=== led_event_scheduler ===
Fig. 1: led_event_scheduler, M2 wires
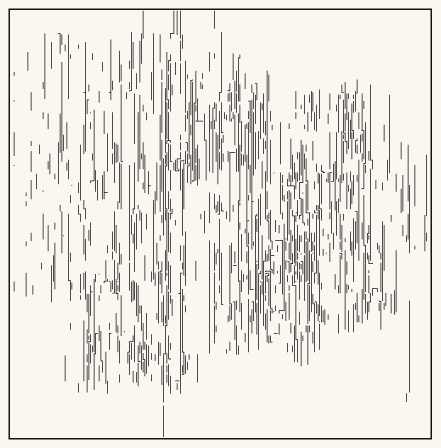

## src/rtl/led_event_scheduler.sv

```systemverilog
// led_event_scheduler
//   Shares one physical LED between a free-running heartbeat (low priority)
//   and an event report (high priority). The 12-bit comparator result is
//   synchronized and debounced; every debounced change adds its changed bits
//   to a pending mask, and the FSM reports the mask as a burst of flashes
//   whose count is the number of set bits.
//
// Ports
//   clk        in   clock
//   rst_n      in   asynchronous active-low reset
//   y_in       in   [11:0] comparator result, asynchronous to clk
//   hb_led     in   heartbeat, active-high, synchronous to clk
//   led        out  physical LED (registered, polarity set by ACTIVE_LOW_LED)
//   y_stable   out  [11:0] last debounced comparator value
//   busy       out  high while a report is running (state != IDLE)
//   flash_cnt  out  [3:0] flashes remaining in the current burst
//   fsm_state  out  [1:0] FSM state for observation (0 IDLE,1 ON,2 OFF,3 GAP)
//
// Handshake: none; hb_led is sampled every cycle, y_in is free-running.
module led_event_scheduler #(
   parameter int F_CLK_HZ       = 25_000_000,
   parameter int DEBOUNCE_MS    = 10,
   parameter int FLASH_ON_MS    = 100,
   parameter int FLASH_OFF_MS   = 150,
   parameter int GAP_MS         = 500,
   parameter bit ACTIVE_LOW_LED = 1'b0
) (
   input  logic        clk,
   input  logic        rst_n,
   input  logic [11:0] y_in,
   input  logic        hb_led,
   output logic        led,
   output logic [11:0] y_stable,
   output logic        busy,
   output logic [3:0]  flash_cnt,
   output logic [1:0]  fsm_state
);

   localparam int MS      = F_CLK_HZ / 1000;
   localparam int DB_CYC  = DEBOUNCE_MS * MS;
   localparam int ON_CYC  = FLASH_ON_MS * MS;
   localparam int OFF_CYC = FLASH_OFF_MS * MS;
   localparam int GAP_CYC = GAP_MS * MS;

   if (DB_CYC < 1 || ON_CYC < 1 || OFF_CYC < 1 || GAP_CYC < 1) begin : g_param_err
      $error("led_event_scheduler: every derived cycle count must be >= 1");
   end

   localparam int T_MAX_A = (ON_CYC > OFF_CYC) ? ON_CYC : OFF_CYC;
   localparam int T_MAX   = (T_MAX_A > GAP_CYC) ? T_MAX_A : GAP_CYC;
   localparam int T_W     = (T_MAX > 1) ? $clog2(T_MAX) : 1;
   localparam int DB_W    = (DB_CYC > 1) ? $clog2(DB_CYC) : 1;

   localparam logic [DB_W-1:0] DB_LAST  = DB_W'(DB_CYC - 1);
   localparam logic [T_W-1:0]  ON_LAST  = T_W'(ON_CYC - 1);
   localparam logic [T_W-1:0]  OFF_LAST = T_W'(OFF_CYC - 1);
   localparam logic [T_W-1:0]  GAP_LAST = T_W'(GAP_CYC - 1);

   typedef enum logic [1:0] {IDLE = 2'd0, ON = 2'd1, OFF = 2'd2, GAP = 2'd3} state_t;

   state_t            state;
   logic [11:0]       s1, s2, cand, pend_mask;
   logic [DB_W-1:0]   db_cnt;
   logic [T_W-1:0]    timer;
   logic              db_fire, take, led_raw;
   logic [11:0]       db_diff;

   function automatic logic [3:0] popcount12(input logic [11:0] v);
      logic [3:0] c;
      c = 4'd0;
      for (int i = 0; i < 12; i++) c = c + {3'd0, v[i]};
      return c;
   endfunction

   // A debounced update fires when the candidate has been steady for the
   // full window and differs from the published value.
   assign db_fire = (s2 == cand) && (db_cnt == DB_LAST) && (cand != y_stable);
   assign db_diff = db_fire ? (cand ^ y_stable) : 12'd0;
   assign take    = (state == IDLE) && (pend_mask != 12'd0);

   // Synchronizer and debouncer
   always_ff @(posedge clk or negedge rst_n) begin
      if (!rst_n) begin
         s1       <= '0;
         s2       <= '0;
         cand     <= '0;
         db_cnt   <= '0;
         y_stable <= '0;
      end else begin
         s1 <= y_in;
         s2 <= s1;
         if (s2 != cand) begin
            cand   <= s2;
            db_cnt <= '0;
         end else if (db_fire) begin
            y_stable <= cand;
         end else if (db_cnt != DB_LAST) begin
            db_cnt <= db_cnt + 1'b1;
         end
      end
   end

   // Bits arriving in the same cycle the FSM consumes the mask survive.
   always_ff @(posedge clk or negedge rst_n) begin
      if (!rst_n) pend_mask <= '0;
      else        pend_mask <= (take ? 12'd0 : pend_mask) | db_diff;
   end

   always_comb begin
      led_raw = 1'b0;
      case (state)
         IDLE:    led_raw = hb_led;
         ON:      led_raw = 1'b1;
         default: led_raw = 1'b0;
      endcase
   end

   // Report FSM with registered LED output
   always_ff @(posedge clk or negedge rst_n) begin
      if (!rst_n) begin
         state     <= IDLE;
         timer     <= '0;
         flash_cnt <= '0;
         led       <= ACTIVE_LOW_LED;
      end else begin
         led <= led_raw ^ ACTIVE_LOW_LED;
         case (state)
            IDLE: begin
               if (take) begin
                  flash_cnt <= popcount12(pend_mask);
                  timer     <= '0;
                  state     <= ON;
               end
            end
            ON: begin
               if (timer == ON_LAST) begin
                  timer     <= '0;
                  flash_cnt <= flash_cnt - 1'b1;
                  state     <= OFF;
               end else begin
                  timer <= timer + 1'b1;
               end
            end
            OFF: begin
               if (timer == OFF_LAST) begin
                  timer <= '0;
                  state <= (flash_cnt != 4'd0) ? ON : GAP;
               end else begin
                  timer <= timer + 1'b1;
               end
            end
            GAP: begin
               if (timer == GAP_LAST) begin
                  timer <= '0;
                  state <= IDLE;
               end else begin
                  timer <= timer + 1'b1;
               end
            end
            default: state <= IDLE;
         endcase
      end
   end

   assign busy      = (state != IDLE);
   assign fsm_state = state;

endmodule
```

## config.mk

```make
export PLATFORM = sky130hd
export DESIGN_NAME = led_event_scheduler
export DESIGN_NICKNAME = d
export VERILOG_FILES = /design/src/rtl/led_event_scheduler.sv
export SDC_FILE = /design/constraint.sdc
export NUM_CORES = 1
export LEC_CHECK = 0
export CORE_AREA = 4 4 110 112
export CTS_CLUSTER_DIAMETER = 60
export DETAILED_ROUTE_END_ITERATION = 6
export DIE_AREA = 0 0 114 116
export GPL_ROUTABILITY_DRIVEN = 0
export PLACE_DENSITY = 0.68
export SLEW_MARGIN = 0
export SYNTH_ARGS = -nofsm -noshare
export SYNTH_HDL_FRONTEND = slang
export SYNTH_SLANG_ARGS = --single-unit
```

## constraint.sdc

```tcl
create_clock -name clk -period 7.2 [get_ports clk]
set_input_delay 1.44 -clock clk [delete_from_list [all_inputs] [get_ports clk]]
set_output_delay 1.44 -clock clk [all_outputs]
set_load 0.005 [all_outputs]
```

=== ball_engine ===
--- src/rtl/pong_pkg.sv ---
// Shared Pong field geometry, timing constants and game state encoding.
// Used by the ball engine, its axis sub-module and the AI paddle controller.
// All coordinates are 10-bit screen pixels, top-left origin.
package pong_pkg;

  localparam logic [9:0] Y_MIN     = 10'd30;
  localparam logic [9:0] Y_MAX     = 10'd450;
  localparam logic [9:0] X_MAX     = 10'd630;
  localparam logic [9:0] BALL_SIZE = 10'd10;
  localparam logic [9:0] PADDLE_H  = 10'd60;
  localparam logic [9:0] P1_FACE_X = 10'd30;
  localparam logic [9:0] P2_FACE_X = 10'd600;
  localparam logic [9:0] STEP      = 10'd2;
  localparam logic [9:0] CENTRE_X  = 10'd315;
  localparam logic [9:0] CENTRE_Y  = 10'd235;

  localparam logic [5:0] SERVE_TICKS = 6'd60;
  localparam logic [3:0] WIN_SCORE   = 4'd9;

  typedef enum logic [1:0] {
    SERVE = 2'd0,
    PLAY  = 2'd1,
    POINT = 2'd2,
    OVER  = 2'd3
  } state_t;

  // Vertical overlap of the ball with a paddle; 11-bit math so that
  // out-of-range paddle values never wrap.
  function automatic logic overlaps(input logic [9:0] ball_y, input logic [9:0] paddle_y);
    logic [10:0] b_top;
    logic [10:0] b_bot;
    logic [10:0] p_top;
    logic [10:0] p_bot;
    b_top = {1'b0, ball_y};
    b_bot = b_top + {1'b0, BALL_SIZE};
    p_top = {1'b0, paddle_y};
    p_bot = p_top + {1'b0, PADDLE_H};
    return (b_bot > p_top) && (b_top < p_bot);
  endfunction

  // Score increment that saturates at the winning score.
  function automatic logic [3:0] sat_inc(input logic [3:0] s);
    return (s >= WIN_SCORE) ? WIN_SCORE : s + 4'd1;
  endfunction

endpackage

--- src/rtl/ball_axis.sv ---
// One axis of ball motion: position and direction register with step,
// clamp at LO/HI (optionally reflecting there) and an external bounce request.
// Updates land one cycle after a move/recentre request; recentre wins over move.
module ball_axis
  import pong_pkg::*;
#(
  parameter logic [9:0] LO          = 10'd0,
  parameter logic [9:0] HI          = 10'd630,
  parameter logic [9:0] CENTRE      = 10'd315,
  parameter bit         WALL_BOUNCE = 1'b1
) (
  input  logic       clk,
  input  logic       rst,
  input  logic       move,
  input  logic       hit,
  input  logic [9:0] hit_pos,
  input  logic       recentre,
  input  logic       load_dir,
  input  logic       dir_in,
  output logic [9:0] pos,
  output logic       dir,
  output logic [9:0] pos_nxt
);

  logic        dir_nxt;
  logic [10:0] fwd;
  logic [10:0] lo_guard;

  // Next position/direction: recentre, paddle bounce, or step with clamp.
  always_comb begin
    pos_nxt  = pos;
    dir_nxt  = dir;
    fwd      = {1'b0, pos} + {1'b0, STEP};
    lo_guard = {1'b0, LO} + {1'b0, STEP};
    if (recentre) begin
      pos_nxt = CENTRE;
      if (load_dir) begin
        dir_nxt = dir_in;
      end
    end else if (move) begin
      if (hit) begin
        pos_nxt = hit_pos;
        dir_nxt = ~dir;
      end else if (dir) begin
        if (fwd >= {1'b0, HI}) begin
          pos_nxt = HI;
          if (WALL_BOUNCE) begin
            dir_nxt = 1'b0;
          end
        end else begin
          pos_nxt = fwd[9:0];
        end
      end else begin
        if ({1'b0, pos} <= lo_guard) begin
          pos_nxt = LO;
          if (WALL_BOUNCE) begin
            dir_nxt = 1'b1;
          end
        end else begin
          pos_nxt = pos - STEP;
        end
      end
    end
  end

  // Position/direction register; reset parks the ball at centre heading positive.
  always_ff @(posedge clk or posedge rst) begin
    if (rst) begin
      pos <= CENTRE;
      dir <= 1'b1;
    end else begin
      pos <= pos_nxt;
      dir <= dir_nxt;
    end
  end

endmodule

--- src/rtl/ball_engine.sv ---
// Pong ball engine: moves the ball once per frame tick, bounces off walls and
// paddles, detects misses, keeps scores and sequences SERVE/PLAY/POINT/OVER.
// All outputs registered; motion visible the cycle after the tick.
module ball_engine
  import pong_pkg::*;
(
  input  logic       clk,
  input  logic       rst,
  input  logic       tick,
  input  logic       start,
  input  logic [9:0] paddle_1Y,
  input  logic [9:0] paddle_2Y,
  output logic [9:0] ballX,
  output logic [9:0] ballY,
  output logic [3:0] score_1,
  output logic [3:0] score_2,
  output logic       point_1,
  output logic       point_2,
  output logic       in_play,
  output logic       game_over
);

  localparam logic [5:0] SERVE_LAST = SERVE_TICKS - 6'd1;

  state_t      state;
  state_t      state_nxt;
  logic [5:0]  serve_cnt;
  logic [5:0]  serve_cnt_nxt;
  logic [3:0]  score_1_nxt;
  logic [3:0]  score_2_nxt;
  logic        scorer_1;
  logic        scorer_1_nxt;
  logic        point_1_nxt;
  logic        point_2_nxt;

  logic [9:0]  x_pos;
  logic        x_dir;
  logic [9:0]  x_pos_nxt;
  logic [9:0]  y_pos;
  logic        y_dir;
  logic [9:0]  y_pos_nxt;

  logic        move;
  logic        recentre;
  logic [10:0] x_fwd;
  logic        hit_right;
  logic        hit_left;
  logic        x_hit;
  logic [9:0]  x_hit_pos;
  logic        unused_y;

  assign move     = tick && (state == PLAY);
  assign recentre = (state == POINT);
  assign x_fwd    = {1'b0, x_pos} + {1'b0, STEP};

  // Paddle bounce: the ball crosses a face this tick while overlapping that
  // paddle vertically (pre-tick Y). The face snaps the ball to the face X.
  assign hit_right = x_dir && (x_pos < P2_FACE_X) && ({1'b0, P2_FACE_X} <= x_fwd)
                     && overlaps(y_pos, paddle_2Y);
  assign hit_left  = !x_dir && (x_pos > P1_FACE_X)
                     && (({1'b0, P1_FACE_X} + {1'b0, STEP}) >= {1'b0, x_pos})
                     && overlaps(y_pos, paddle_1Y);
  assign x_hit     = hit_right || hit_left;
  assign x_hit_pos = hit_right ? P2_FACE_X : P1_FACE_X;

  // X saturates at the screen edges; reaching an edge is a miss, not a bounce.
  // After a point the ball heads toward the player who conceded.
  ball_axis #(
    .LO         (10'd0),
    .HI         (X_MAX),
    .CENTRE     (CENTRE_X),
    .WALL_BOUNCE(1'b0)
  ) u_axis_x (
    .clk     (clk),
    .rst     (rst),
    .move    (move),
    .hit     (x_hit),
    .hit_pos (x_hit_pos),
    .recentre(recentre),
    .load_dir(1'b1),
    .dir_in  (scorer_1),
    .pos     (x_pos),
    .dir     (x_dir),
    .pos_nxt (x_pos_nxt)
  );

  // Y reflects off the top and bottom walls; its direction survives a point.
  ball_axis #(
    .LO         (Y_MIN),
    .HI         (Y_MAX),
    .CENTRE     (CENTRE_Y),
    .WALL_BOUNCE(1'b1)
  ) u_axis_y (
    .clk     (clk),
    .rst     (rst),
    .move    (move),
    .hit     (1'b0),
    .hit_pos (10'd0),
    .recentre(recentre),
    .load_dir(1'b0),
    .dir_in  (1'b0),
    .pos     (y_pos),
    .dir     (y_dir),
    .pos_nxt (y_pos_nxt)
  );

  assign unused_y = ^{y_dir, y_pos_nxt};
  assign ballX    = x_pos;
  assign ballY    = y_pos;

  // Next-state, serve counter and scoring decisions.
  always_comb begin
    state_nxt     = state;
    serve_cnt_nxt = serve_cnt;
    score_1_nxt   = score_1;
    score_2_nxt   = score_2;
    scorer_1_nxt  = scorer_1;
    point_1_nxt   = 1'b0;
    point_2_nxt   = 1'b0;
    case (state)
      SERVE: begin
        if (tick) begin
          if (serve_cnt == SERVE_LAST) begin
            serve_cnt_nxt = 6'd0;
            state_nxt     = PLAY;
          end else begin
            serve_cnt_nxt = serve_cnt + 6'd1;
          end
        end
      end
      PLAY: begin
        if (tick) begin
          if (x_pos_nxt == X_MAX) begin
            state_nxt    = POINT;
            scorer_1_nxt = 1'b1;
          end else if (x_pos_nxt == 10'd0) begin
            state_nxt    = POINT;
            scorer_1_nxt = 1'b0;
          end
        end
      end
      POINT: begin
        if (scorer_1) begin
          score_1_nxt = sat_inc(score_1);
          point_1_nxt = 1'b1;
          state_nxt   = (score_1_nxt == WIN_SCORE) ? OVER : SERVE;
        end else begin
          score_2_nxt = sat_inc(score_2);
          point_2_nxt = 1'b1;
          state_nxt   = (score_2_nxt == WIN_SCORE) ? OVER : SERVE;
        end
      end
      OVER: begin
        if (start) begin
          score_1_nxt   = 4'd0;
          score_2_nxt   = 4'd0;
          serve_cnt_nxt = 6'd0;
          state_nxt     = SERVE;
        end
      end
      default: begin
        state_nxt = SERVE;
      end
    endcase
  end

  // State, counter, score and status registers.
  always_ff @(posedge clk or posedge rst) begin
    if (rst) begin
      state     <= SERVE;
      serve_cnt <= 6'd0;
      score_1   <= 4'd0;
      score_2   <= 4'd0;
      scorer_1  <= 1'b0;
      point_1   <= 1'b0;
      point_2   <= 1'b0;
      in_play   <= 1'b0;
      game_over <= 1'b0;
    end else begin
      state     <= state_nxt;
      serve_cnt <= serve_cnt_nxt;
      score_1   <= score_1_nxt;
      score_2   <= score_2_nxt;
      scorer_1  <= scorer_1_nxt;
      point_1   <= point_1_nxt;
      point_2   <= point_2_nxt;
      in_play   <= (state_nxt == PLAY);
      game_over <= (state_nxt == OVER);
    end
  end

endmodule
--- config.mk ---
export PLATFORM = sky130hd
export DESIGN_NAME = ball_engine
export DESIGN_NICKNAME = d
export VERILOG_FILES = /design/src/rtl/pong_pkg.sv /design/src/rtl/ball_axis.sv /design/src/rtl/ball_engine.sv
export SDC_FILE = /design/constraint.sdc
export NUM_CORES = 1
export LEC_CHECK = 0
export CAP_MARGIN = 10
export CORE_ASPECT_RATIO = 1.75
export CORE_UTILIZATION = 58
export DETAILED_ROUTE_END_ITERATION = 7
export PLACE_DENSITY_LB_ADDON = 0.05
export SLEW_MARGIN = 20
export SYNTH_ARGS = -nofsm -noshare
export SYNTH_HDL_FRONTEND = slang
export SYNTH_SLANG_ARGS = --single-unit
--- constraint.sdc ---
create_clock -name clk -period 4.9 [get_ports clk]
set_clock_uncertainty 0.05 [all_clocks]
set_input_delay 0.98 -clock clk [delete_from_list [all_inputs] [get_ports clk]]
set_output_delay 0.98 -clock clk [all_outputs]
set_load 0.01 [all_outputs]
=== sa_host_ctrl ===
`config.mk`:
```
export PLATFORM = sky130hd
export DESIGN_NAME = sa_host_ctrl
export DESIGN_NICKNAME = d
export VERILOG_FILES = /design/src/rtl/sa_pkg.sv /design/src/rtl/sa_host_buf.sv /design/src/rtl/sa_host_ctrl.sv
export SDC_FILE = /design/constraint.sdc
export NUM_CORES = 1
export LEC_CHECK = 0
export ABC_AREA = 1
export CORE_UTILIZATION = 46
export DETAILED_ROUTE_END_ITERATION = 8
export GPL_TIMING_DRIVEN = 0
export PLACE_DENSITY = 0.67
export SKIP_LAST_GASP = 1
export SLEW_MARGIN = 20
export SYNTH_ARGS = -nofsm -noshare
export SYNTH_HDL_FRONTEND = slang
export SYNTH_SLANG_ARGS = --single-unit
export TNS_END_PERCENT = 20
```
`constraint.sdc`:
```
create_clock -name clk_p -period 5.32 [get_ports clk_p]
set_input_delay 0.798 -clock clk_p [delete_from_list [all_inputs] [get_ports clk_p]]
set_output_delay 0.798 -clock clk_p [all_outputs]
set_load 0.05 [all_outputs]
```
`src/rtl/sa_pkg.sv`:
```
// Shared constants and FSM encoding for the systolic-array host controller.
package sa_pkg;

    localparam int N     = 4;
    localparam int DW    = 8;
    localparam int BEATS = 16;
    localparam int TMO   = 256;

    typedef enum logic [2:0] {
        IDLE,
        ARST,
        LOAD,
        WAIT,
        COLLECT,
        DONE
    } state_t;

endpackage

```
`src/rtl/sa_host_buf.sv`:
```
// 16-entry register file with one write port, one registered read port
// and asynchronous clear of both the storage and the read register.
module sa_host_buf #(
    parameter int DW = 8
) (
    input  logic          clk_p,
    input  logic          rstn_p,
    input  logic          we,
    input  logic [3:0]    waddr,
    input  logic [DW-1:0] wdata,
    input  logic [3:0]    raddr,
    output logic [DW-1:0] rdata
);

    logic [DW-1:0] mem [16];

    always_ff @(posedge clk_p or negedge rstn_p) begin
        if (!rstn_p) begin
            for (int i = 0; i < 16; i++) begin
                mem[i] <= '0;
            end
            rdata <= '0;
        end else begin
            if (we) begin
                mem[waddr] <= wdata;
            end
            rdata <= mem[raddr];
        end
    end

endmodule

```
`src/rtl/sa_host_ctrl.sv`:
```
// Host-side sequencer for a 4x4 systolic array: resets it, streams A/B operands,
// collects the 16 results. Optional completion timeout: SA_HOST_TIMEOUT_EN.
module sa_host_ctrl #(
    parameter int N   = sa_pkg::N,
    parameter int DW  = sa_pkg::DW,
    parameter int TMO = sa_pkg::TMO
) (
    input  logic          clk_p,
    input  logic          rstn_p,
    input  logic          start,
    input  logic          wr_en,
    input  logic          wr_sel,
    input  logic [3:0]    wr_addr,
    input  logic [DW-1:0] wr_data,
    input  logic [3:0]    rd_addr,
    output logic [DW-1:0] rd_data,
    output logic          busy,
    output logic          done,
    output logic          err,
    output logic          sa_rstn,
    output logic          sa_en,
    output logic [DW-1:0] sa_shift_in_A,
    output logic [DW-1:0] sa_shift_in_B,
    input  logic [DW-1:0] sa_shift_out,
    input  logic          sa_ack
);
    import sa_pkg::*;

    localparam logic [3:0] LAST = 4'(BEATS - 1);

    if (N * N != BEATS || TMO < 2) begin : g_cfg_check
        $error("sa_host_ctrl: unsupported N/TMO configuration");
    end

    state_t        state;
    logic [3:0]    k;
    logic [3:0]    idx;
    logic          arst_q;
    logic          pres_q;
    logic          a_we, b_we, c_we;
    logic [3:0]    a_raddr, b_raddr;
    logic [DW-1:0] a_rdata, b_rdata;

    assign a_we = wr_en & ~wr_sel & ~busy;
    assign b_we = wr_en &  wr_sel & ~busy;
    assign c_we = sa_ack & ((state == WAIT) | (state == COLLECT));

    // With i=k[3:2], j=k[1:0]: A[i*4+3-j] and B[(3-j)*4+i]; 3-j is ~j in 2 bits.
    assign a_raddr = {k[3:2], ~k[1:0]};
    assign b_raddr = {~k[1:0], k[3:2]};

    // Registered read makes beat k appear one cycle after it is addressed.
    assign sa_shift_in_A = pres_q ? a_rdata : '0;
    assign sa_shift_in_B = pres_q ? b_rdata : '0;
    assign sa_rstn       = rstn_p & ~arst_q;

    sa_host_buf #(.DW(DW)) u_a_buf (
        .clk_p(clk_p), .rstn_p(rstn_p), .we(a_we), .waddr(wr_addr),
        .wdata(wr_data), .raddr(a_raddr), .rdata(a_rdata)
    );

    sa_host_buf #(.DW(DW)) u_b_buf (
        .clk_p(clk_p), .rstn_p(rstn_p), .we(b_we), .waddr(wr_addr),
        .wdata(wr_data), .raddr(b_raddr), .rdata(b_rdata)
    );

    sa_host_buf #(.DW(DW)) u_c_buf (
        .clk_p(clk_p), .rstn_p(rstn_p), .we(c_we), .waddr(idx),
        .wdata(sa_shift_out), .raddr(rd_addr), .rdata(rd_data)
    );

`ifdef SA_HOST_TIMEOUT_EN
    localparam int TW = $clog2(TMO + 1);
    logic [TW-1:0] tmo_cnt;
`else
    assign err = 1'b0;
`endif

    always_ff @(posedge clk_p or negedge rstn_p) begin
        if (!rstn_p) begin
            state   <= IDLE;
            k       <= '0;
            idx     <= '0;
            arst_q  <= 1'b0;
            pres_q  <= 1'b0;
            busy    <= 1'b0;
            done    <= 1'b0;
            sa_en   <= 1'b0;
`ifdef SA_HOST_TIMEOUT_EN
            err     <= 1'b0;
            tmo_cnt <= '0;
`endif
        end else begin
            done   <= 1'b0;
            pres_q <= (state == LOAD);
            case (state)
                IDLE: begin
                    if (start) begin
                        state  <= ARST;
                        busy   <= 1'b1;
                        arst_q <= 1'b1;
                        k      <= '0;
`ifdef SA_HOST_TIMEOUT_EN
                        err    <= 1'b0;
`endif
                    end
                end
                ARST: begin
                    if (k == 4'd1) begin
                        state  <= LOAD;
                        arst_q <= 1'b0;
                        sa_en  <= 1'b1;
                        k      <= '0;
                    end else begin
                        k <= k + 1'b1;
                    end
                end
                LOAD: begin
                    k <= k + 1'b1;
                    if (k == LAST) begin
                        state   <= WAIT;
                        sa_en   <= 1'b0;
                        idx     <= '0;
`ifdef SA_HOST_TIMEOUT_EN
                        tmo_cnt <= '0;
`endif
                    end
                end
                WAIT: begin
                    if (sa_ack) begin
                        state <= COLLECT;
                        idx   <= 4'd1;
                    end
                end
                COLLECT: begin
                    if (sa_ack) begin
                        idx <= idx + 1'b1;
                        if (idx == LAST) begin
                            state <= DONE;
                            done  <= 1'b1;
                        end
                    end
                end
                DONE: begin
                    state <= IDLE;
                    busy  <= 1'b0;
                end
                default: state <= IDLE;
            endcase
`ifdef SA_HOST_TIMEOUT_EN
            // Expiry overrides whatever the collection logic decided this cycle.
            if (state == WAIT || state == COLLECT) begin
                tmo_cnt <= tmo_cnt + 1'b1;
                if (tmo_cnt == TW'(TMO - 1)) begin
                    state <= DONE;
                    done  <= 1'b1;
                    err   <= 1'b1;
                end
            end
`endif
        end
    end

endmodule

```
=== mips_timer ===
`src/rtl/mips_timer_pkg.sv`:
```
// Shared definitions for the memory-mapped MIPS down-counter timer:
// register offsets, CTRL field positions, mode codes and FSM states.
package mips_timer_pkg;

  // Word offsets on the data bus (address bits [3:2])
  localparam logic [1:0] ADDR_CTRL   = 2'd0;
  localparam logic [1:0] ADDR_PRESET = 2'd1;
  localparam logic [1:0] ADDR_COUNT  = 2'd2;

  // CTRL field layout; only the low CTRL_W bits are implemented
  localparam int CTRL_W       = 4;
  localparam int CTRL_EN      = 0;
  localparam int CTRL_MODE_LO = 1;
  localparam int CTRL_MODE_HI = 2;
  localparam int CTRL_IM      = 3;

  // Only this code reloads; every other MODE value behaves as one-shot
  localparam logic [1:0] MODE_PERIODIC = 2'b01;

  typedef enum logic [1:0] {
    ST_IDLE = 2'd0,
    ST_LOAD = 2'd1,
    ST_CNT  = 2'd2,
    ST_INT  = 2'd3
  } state_t;

  function automatic logic isPeriodic(input logic [1:0] mode);
    return mode == MODE_PERIODIC;
  endfunction

endpackage

```
`src/rtl/mips_timer.sv`:
```
// Programmable down-counter timer on the CPU data-memory bus. Software
// writes PRESET/CTRL; the counter runs from PRESET to expiry, then raises
// pending and either stops (one-shot) or reloads (periodic).
module mips_timer
  import mips_timer_pkg::*;
#(
  parameter int               DATA_W     = 32,
  parameter logic [DATA_W-1:0] PRESET_RST = '0
) (
  input  logic              clk,
  input  logic              rst,
  input  logic [1:0]        addr,
  input  logic              we,
  input  logic [DATA_W-1:0] wdata,
  output logic [DATA_W-1:0] rdata,
  output logic              irq
);

  localparam logic [DATA_W-1:0] W_ONE = {{(DATA_W-1){1'b0}}, 1'b1};

  state_t              r_state;
  state_t              w_stateNext;
  logic [CTRL_W-1:0]   r_ctrl;
  logic [DATA_W-1:0]   r_preset;
  logic [DATA_W-1:0]   r_count;
  logic                r_pending;

  logic [DATA_W-1:0]   w_countNext;
  logic                w_setPend;
  logic                w_hwClrPend;
  logic                w_hwClrEn;
  logic                w_en;
  logic                w_wrCtrl;
  logic                w_wrPreset;

  assign w_en       = r_ctrl[CTRL_EN];
  assign w_wrCtrl   = we && (addr == ADDR_CTRL);
  assign w_wrPreset = we && (addr == ADDR_PRESET);

  // Next-state and counter update, decided from register values before any same-edge CPU write
  always_comb begin
    w_stateNext = r_state;
    w_countNext = r_count;
    w_setPend   = 1'b0;
    w_hwClrPend = 1'b0;
    w_hwClrEn   = 1'b0;
    unique case (r_state)
      ST_IDLE: begin
        if (w_en) w_stateNext = ST_LOAD;
      end
      ST_LOAD: begin
        w_countNext = (r_preset == '0) ? W_ONE : r_preset;
        w_stateNext = ST_CNT;
      end
      ST_CNT: begin
        if (!w_en) begin
          w_stateNext = ST_IDLE;
        end else if (r_count <= W_ONE) begin
          w_countNext = '0;
          w_setPend   = 1'b1;
          w_stateNext = ST_INT;
        end else begin
          w_countNext = r_count - W_ONE;
        end
      end
      ST_INT: begin
        if (isPeriodic(r_ctrl[CTRL_MODE_HI:CTRL_MODE_LO])) begin
          w_hwClrPend = 1'b1;
          w_stateNext = ST_LOAD;
        end else begin
          w_hwClrEn   = 1'b1;
          w_stateNext = ST_IDLE;
        end
      end
    endcase
  end

  // Register bank and FSM state; CPU CTRL writes beat the hardware EN clear, pending set beats clear
  always_ff @(posedge clk) begin
    if (!rst) begin
      r_state   <= ST_IDLE;
      r_ctrl    <= '0;
      r_preset  <= PRESET_RST;
      r_count   <= '0;
      r_pending <= 1'b0;
    end else begin
      r_state <= w_stateNext;
      r_count <= w_countNext;
      if (w_wrCtrl) begin
        r_ctrl <= wdata[CTRL_W-1:0];
      end else if (w_hwClrEn) begin
        r_ctrl[CTRL_EN] <= 1'b0;
      end
      if (w_wrPreset) begin
        r_preset <= wdata;
      end
      if (w_setPend) begin
        r_pending <= 1'b1;
      end else if (w_wrCtrl || w_wrPreset || w_hwClrPend) begin
        r_pending <= 1'b0;
      end
    end
  end

  // Zero-latency read mux; reserved offset reads as zero
  always_comb begin
    rdata = '0;
    unique case (addr)
      ADDR_CTRL:   rdata = {{(DATA_W-CTRL_W){1'b0}}, r_ctrl};
      ADDR_PRESET: rdata = r_preset;
      ADDR_COUNT:  rdata = r_count;
      default:     rdata = '0;
    endcase
  end

  assign irq = r_ctrl[CTRL_IM] & r_pending;

endmodule

```
`config.mk`:
```
export PLATFORM = sky130hd
export DESIGN_NAME = mips_timer
export DESIGN_NICKNAME = d
export VERILOG_FILES = /design/src/rtl/mips_timer_pkg.sv /design/src/rtl/mips_timer.sv
export SDC_FILE = /design/constraint.sdc
export NUM_CORES = 1
export LEC_CHECK = 0
export CORE_ASPECT_RATIO = 0.8
export CORE_UTILIZATION = 30
export CTS_CLUSTER_SIZE = 40
export DETAILED_ROUTE_END_ITERATION = 8
export SKIP_CTS_REPAIR_TIMING = 1
export SLEW_MARGIN = 20
export SYNTH_ARGS = -nofsm -noshare
export SYNTH_HDL_FRONTEND = slang
export SYNTH_SLANG_ARGS = --single-unit
```
`constraint.sdc`:
```
create_clock -name clk -period 4.4 [get_ports clk]
set_input_delay 0.88 -clock clk [delete_from_list [all_inputs] [get_ports clk]]
set_output_delay 0.88 -clock clk [all_outputs]
set_load 0.005 [all_outputs]
```

==> notes/layouts.md <==
Pictures saved along the way, in no particular order.

M2 wires.
panel A
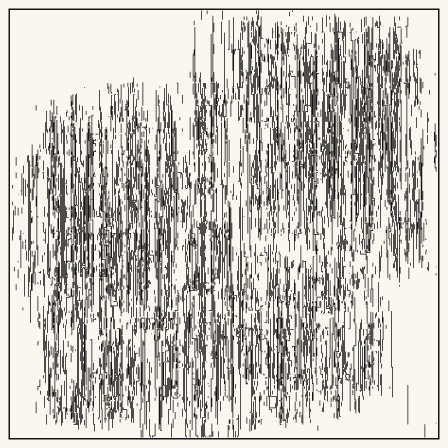
panel B
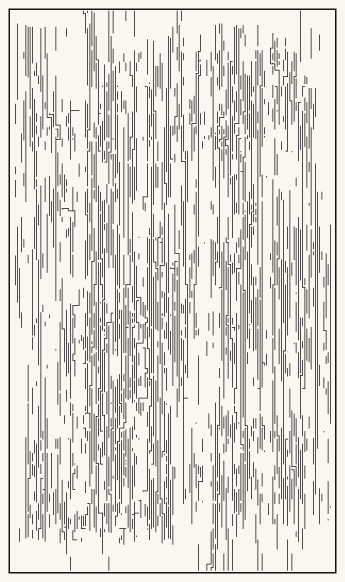
panel C
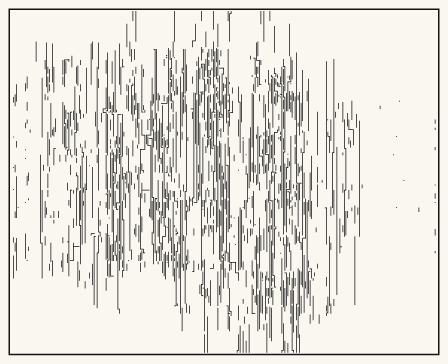
| picture | from |
|---|---|
| panel A | sa_host_ctrl |
| panel B | ball_engine |
| panel C | mips_timer |

Fig. 2: ball_engine, signal wires on met1
Scale bar: 20 um. Supply wires on this layer in grey.
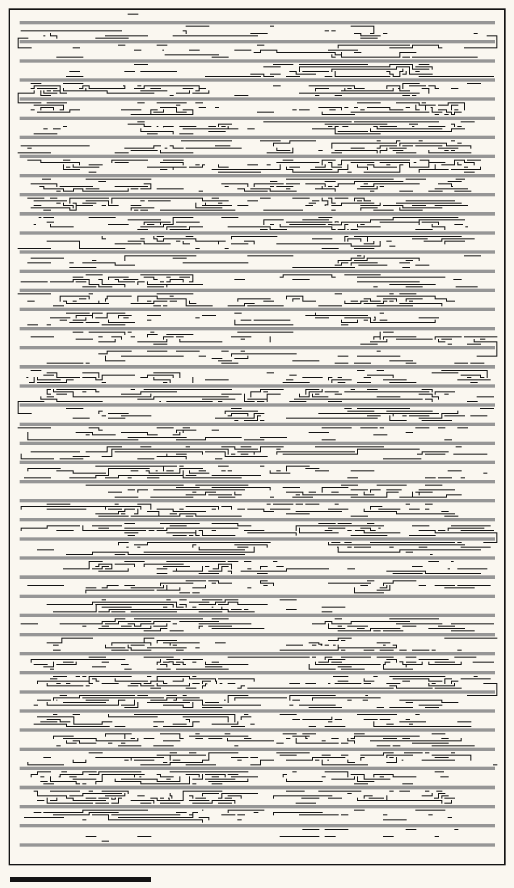
The layer carries 5100 um of wire. The longest straight run is 20.7 um.
GRT met1 Usage: 36.1%
Via Count: 4730
WL final: 13600 um

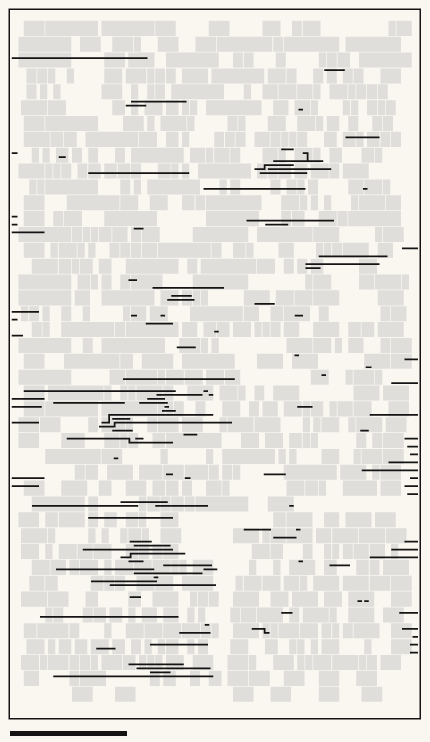
Fig. 3. Metal 3 (ball_engine).
Scale bar: 20 um.
The longest straight run is 27.1 um. The wires run mostly horizontal. 90 nets have wire on it.

==> qor.txt, ball_engine <==
status -> completed
Syn Nets -> 675
setup bufs post-CTS -> 0
slew at the pin with the worst max-slew slack -> 0.902 ns
Cell Int Power -> 801 uW
Logic pwr share -> 30.7%
die height -> 121 um
most frequent cells after synthesis -> nor2_1 (55), ha_1 (54), nand2_1 (53)
Non-clk invs -> 40
startpoint types -> input port
combinational power -> 373 uW
clk pwr -> 382 uW
share of layout cells above drive strength 1 -> 8.16%
Min Hold Slack -> 0.465 ns
Buffers on Ports -> 55
routability congestion estimate -> 0.964
reg-to-reg startpoint -> u_axis_y.pos[1]
Comb area -> 3360 um^2
H-tree depth -> 2
[ball_engine: routing by layer]
| metal | global-route usage [%] | part of all wire, % | up-vias | routed length [um] |
|---|---|---|---|---|
| li1 | - | - | 2270 | - |
| met1 | 36.1 | 38 | 2226 | 5100 |
| met2 | 58.5 | 52 | 186 | 7080 |
| met3 | 3.32 | 5.3 | 48 | 719 |
| met4 | 17.8 | 5.0 | 0 | 683 |
| met5 | 0 | 0 | - | 0 |
[ball_engine: path summary, 6_finish.rpt]
| path | cells past startpoint | to |
|---|---|---|
| min in group asynchronous | 3 | u_axis_y.pos[4] |
| min reg2reg | 1 | serve_cnt[5] |
| max in group asynchronous | 3 | u_axis_x.pos[0] |
| max | 15 | state[0] |
| max reg2reg | 13 | in_play |
| min | 1 | serve_cnt[5] |
[ball_engine: sequential cells by signal (all words and copies together), names as in the netlist]
| name | cells |
|---|---|
| state | 2 |
| scorer_1 | 1 |
| u_axis_x.pos | 10 |
| score_1 | 4 |
| point_2 | 1 |
| serve_cnt | 6 |
| point_1 | 1 |
| in_play | 1 |
| score_2 | 4 |
| u_axis_y.dir | 1 |
| u_axis_y.pos | 10 |
| u_axis_x.dir | 1 |
| game_over | 1 |
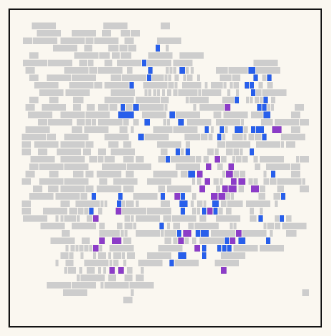
Fig. 4. Selected gate families (led_event_scheduler).
Key: blue = inverting AOI/OAI gates [cells 65]; purple = AND and OR gates [cells 31]

## Picture notes: Fig. 1
The layer holds 49% of the routed length. The longest straight run is 40.5 um. The wires run mostly vertical. 463 nets have wire on it.

==> qor.txt, led_event_scheduler <==
status -> completed
number of signal-net buffers in the layout -> 37
reg-to-reg startpoint -> pend_mask[5]
initial antenna violation count -> 0
CTS tree -> built
largest net degree at the start of global routing -> 80
syn_area_per_cell -> 10.6 um^2
relative slew slack -> 35.1%
drt via density -> 5.49
slew at the pin with the worst max-slew slack -> 0.973 ns
fraction of area in multi-input gates -> 37.1%
gr ovfl total -> 0
post-synthesis instance total -> 484
Non-clk invs -> 27
area reported by Yosys stat -> 5150 um^2
clk latency late pin -> 0.35 ns
Die ar. -> 13200 um^2
Synth flops -> 109
Cell Int Power -> 917 uW
clk_skew -> 0.0115 ns
WL final -> 9960 um
setup TNS -> 0 ns
Routed wire per std cell -> 15.2 um
dominant logic cell type in the layout -> dfrtp_1
data arrival time of the critical path -> 2.18 ns
NetSw -> 268 uW
Post-DP HPWL -> 7130 um
power per cell area -> 202 nW/um^2
## led_event_scheduler: flip-flops by register name, summed over array words and instances (netlist names)
name       cells
timer         24
db_cnt        18
cand          12
pend_mask     12
s1            12
s2            12
y_stable      12
flash_cnt      4
fsm_state      2
led            1
## led_event_scheduler: cell usage after synthesis, types with 2 or more instances
cell        n
nand2b_1    3
a21o_1     10
ha_1        9
nor4_1     13
nor4b_1     2
or3_1      10
nor3b_1     3
nand2_1    31
and3_1      8
nand4_1    18
inv_1      27
fa_1        7
o32ai_1     3
mux2i_1     3
o21ai_0    33
or2_2       3
o22ai_1     6
nor3_1     10
nor2_1     32
mux2_2     13
xnor2_1    21
clkbuf_1   16
or4_1       4
a21oi_1    13
o31ai_1     2
buf_2       4
nor2b_1     5
dfrtp_1   109
o211ai_1    2
o21ai_1     2
xor2_1     21
buf_6       3
nand3_1    22
## led_event_scheduler: per-layer routing
metal	wire length [um]	vias up	GRT usage [%]
met1	4490	1770	20.8
met3	454	13	4.07
met4	157	0	5.38
li1	-	1727	-
met5	0	-	0
met2	4850	82	27.1
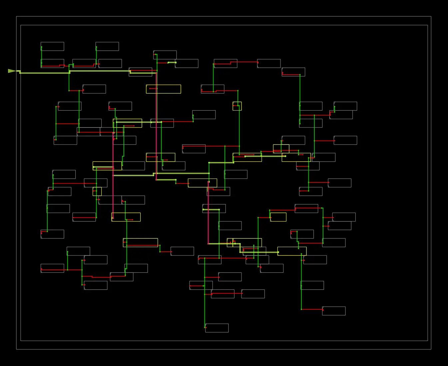
Fig. 5. Clock routing (mips_timer).
clk latency late pin: 0.33 ns
CTS Buf Count: 9
clk_buf instances: 11

==> qor.txt, mips_timer <==
status -> completed
crit path kind -> in -> out
relative slew slack -> 28.8%
row cnt -> 37
Clock transition at path regs -> 0.06 ns
dominant logic cell type in the layout -> nand2_1
power per cell area -> 327 nW/um^2
H-tree depth -> 3
Top Layout Cells -> nand2_1 (96), dfxtp_1 (71), clkdlybuf4s50_1 (69)
Max-Cap Viols -> 0
FF-to-FF path depth -> 6
crit-path max FO -> 28
crit-path cells -> clkdlybuf4s50_1, nor2b_2, buf_4, a22o_1, clkdlybuf4s50_1
Syn Nets -> 571
CP max stage delay -> 0.67 ns
clk_skew -> 0.00900 ns
pre-CTS setup slack -> 0.719 ns
-- mips_timer: worst min-delay path by stage --
stage               startpoint   endpoint  cells past startpoint
global placement     r_pending  r_pending                      2
detailed placement   r_pending  r_pending                      2
global route         r_pending  r_pending                      2
finish               r_pending  r_pending                      2
CTS                  r_pending  r_pending                      2
floorplan            r_pending  r_pending                      2
-- mips_timer: critical path, delay by kind of cell --
kind,cells,cell delay (ns)
buffers and inverters,3,1.51
and+or+nand+nor,1,0.21
AOI/OAI and AO/OA,1,0.21
-- mips_timer: synth_stat cells, types with 10 or more instances --
cell,n
nand2_1,96
inv_1,10
a22o_1,30
dfxtp_1,71
o21ai_0,16
nor4_1,25
nand3_1,19
a21oi_1,55
a32oi_1,11
clkbuf_1,39
nand4_1,10
a31oi_1,15
nor2_1,20
-- mips_timer: power by group --
group | internal [uW] | leakage, uW | switching [uW] | total [uW]
clock network | 526 | 0.000158 | 288 | 814
logic | 81.9 | 0.00107 | 115 | 197
registers | 656 | 0.000575 | 19.1 | 675
-- mips_timer: final cells by class --
class	instances	area, um^2
clock buffers	11	253
clock inverters	5	80.1
fillers	1351	7890
inverters	10	37.5
multi-input cells	402	2390
flip-flops and latches	71	1420
well taps	175	219
repair buffers	78	758
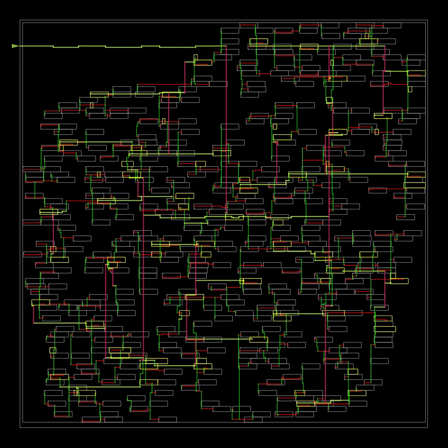
Fig. 6. Clock routing (sa_host_ctrl).
clk_skew: 0.0326 ns
flop count: 424
clk pwr: 3360 uW
clk_buf instances: 66

==> qor.txt, sa_host_ctrl <==
status -> completed
top cell category -> flip-flops and latches
drt first pass iters -> 6
NetSw -> 3510 uW
Detail Route Antenna Nets -> 0
Distinct lib cells used -> 30
CP Data Required Time -> 4.52 ns
signal buffers share of area -> 6.23%
CP Buf/Inv Count -> 4
chip width -> 208 um
biggest regs -> u_a_buf.mem: 128 flops, u_b_buf.mem: 128 flops, u_c_buf.mem: 128 flops
I/O pin cnt -> 59
H-tree depth -> 2
switch share -> 35.3%
Via Count -> 17300
CTS Buffer Depth -> 3
Synth area leader -> dfrtp_1
final net count -> 2583
-- sa_host_ctrl: cells in the mapped netlist (all sizes together) --
cell      n
a21oi     7
buf      56
clkbuf   99
clkinv    2
conb      1
dfrtp   424
ha        6
inv     122
nand2   895
nand3    82
nand4    32
nor2    193
nor3      3
o211ai   18
o21ai   491
o21bai    2
o22ai     1
or2       1
xor2      4
-- sa_host_ctrl: worst max path at each step --
stage | depth (start not counted) | slack, ns | end
finish | 5 | 1.52 | sa_shift_in_A[4]
global route | 5 | 1.48 | sa_shift_in_A[4]
CTS | 5 | 1.53 | sa_shift_in_B[5]
detailed placement | 5 | 1.79 | sa_rstn
global placement | 1 | -15.07 | u_b_buf.mem[45]
floorplan | 2 | 3.06 | sa_rstn
-- sa_host_ctrl: per-stage QoR --
step | hold WS, ns | setup TNS (ns) | instances | cell area (um^2)
floorplan | 0.448 | 0 | 2439 | 19500
global placement | 0.458 | -6387.31 | 3033 | 20800
detailed placement | 0.463 | 0 | 3037 | 20900
CTS | 0.167 | 0 | 3121 | 22500
global route | 0.210 | 0 | 3121 | 22500
finish | 0.176 | 0 | 3121 | 22500


==> layout pictures side by side <==
Signal wires on met1.
image #1
Scale bar: 50 um. Supply wires on this layer in grey.
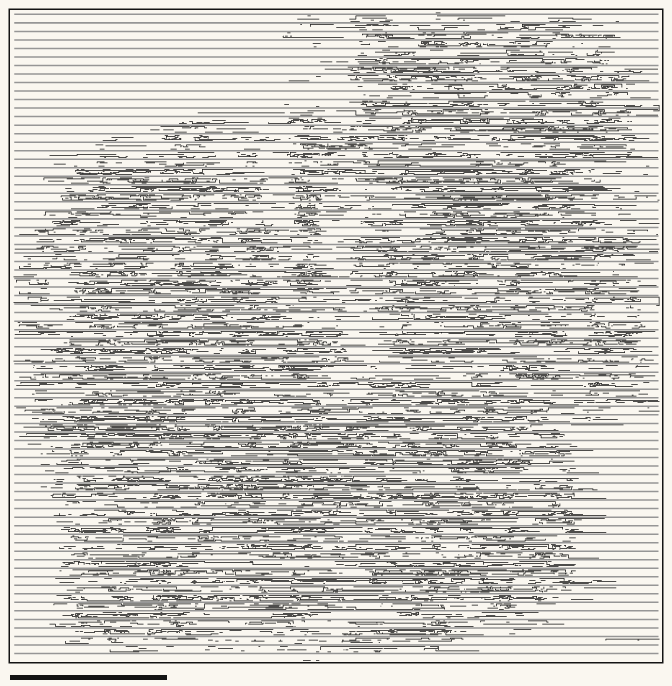
image #2
Scale bar: 20 um. Supply wires on this layer in grey.
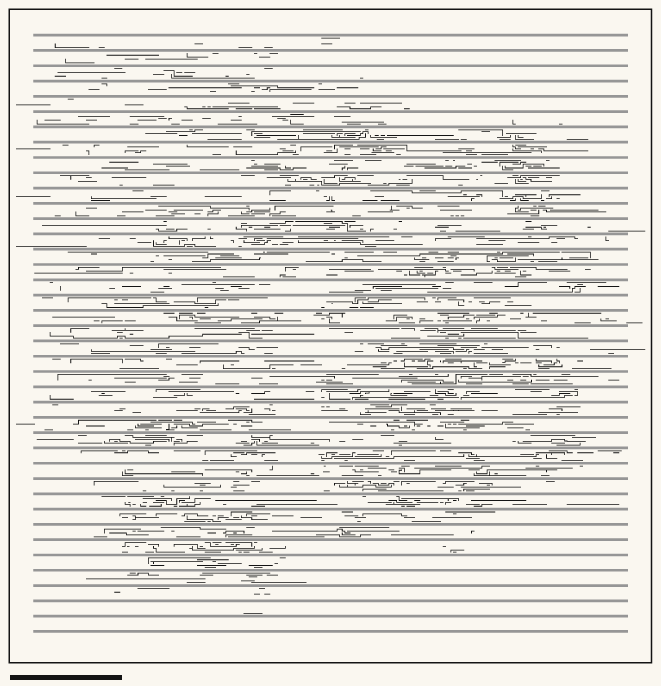
image #3
Scale bar: 50 um. Supply wires on this layer in grey.
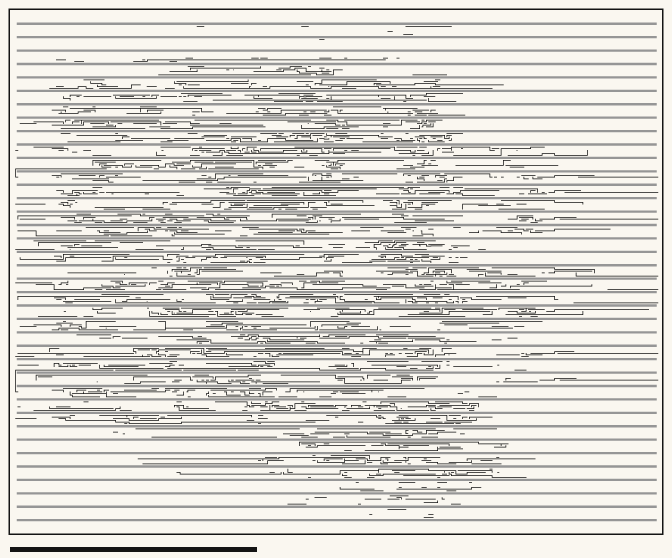
Image #2 is led_event_scheduler.
Image #1 is sa_host_ctrl.
Image #3 is mips_timer.
Of these, largest die: image #1

Power and IR drop assume default switching activity.
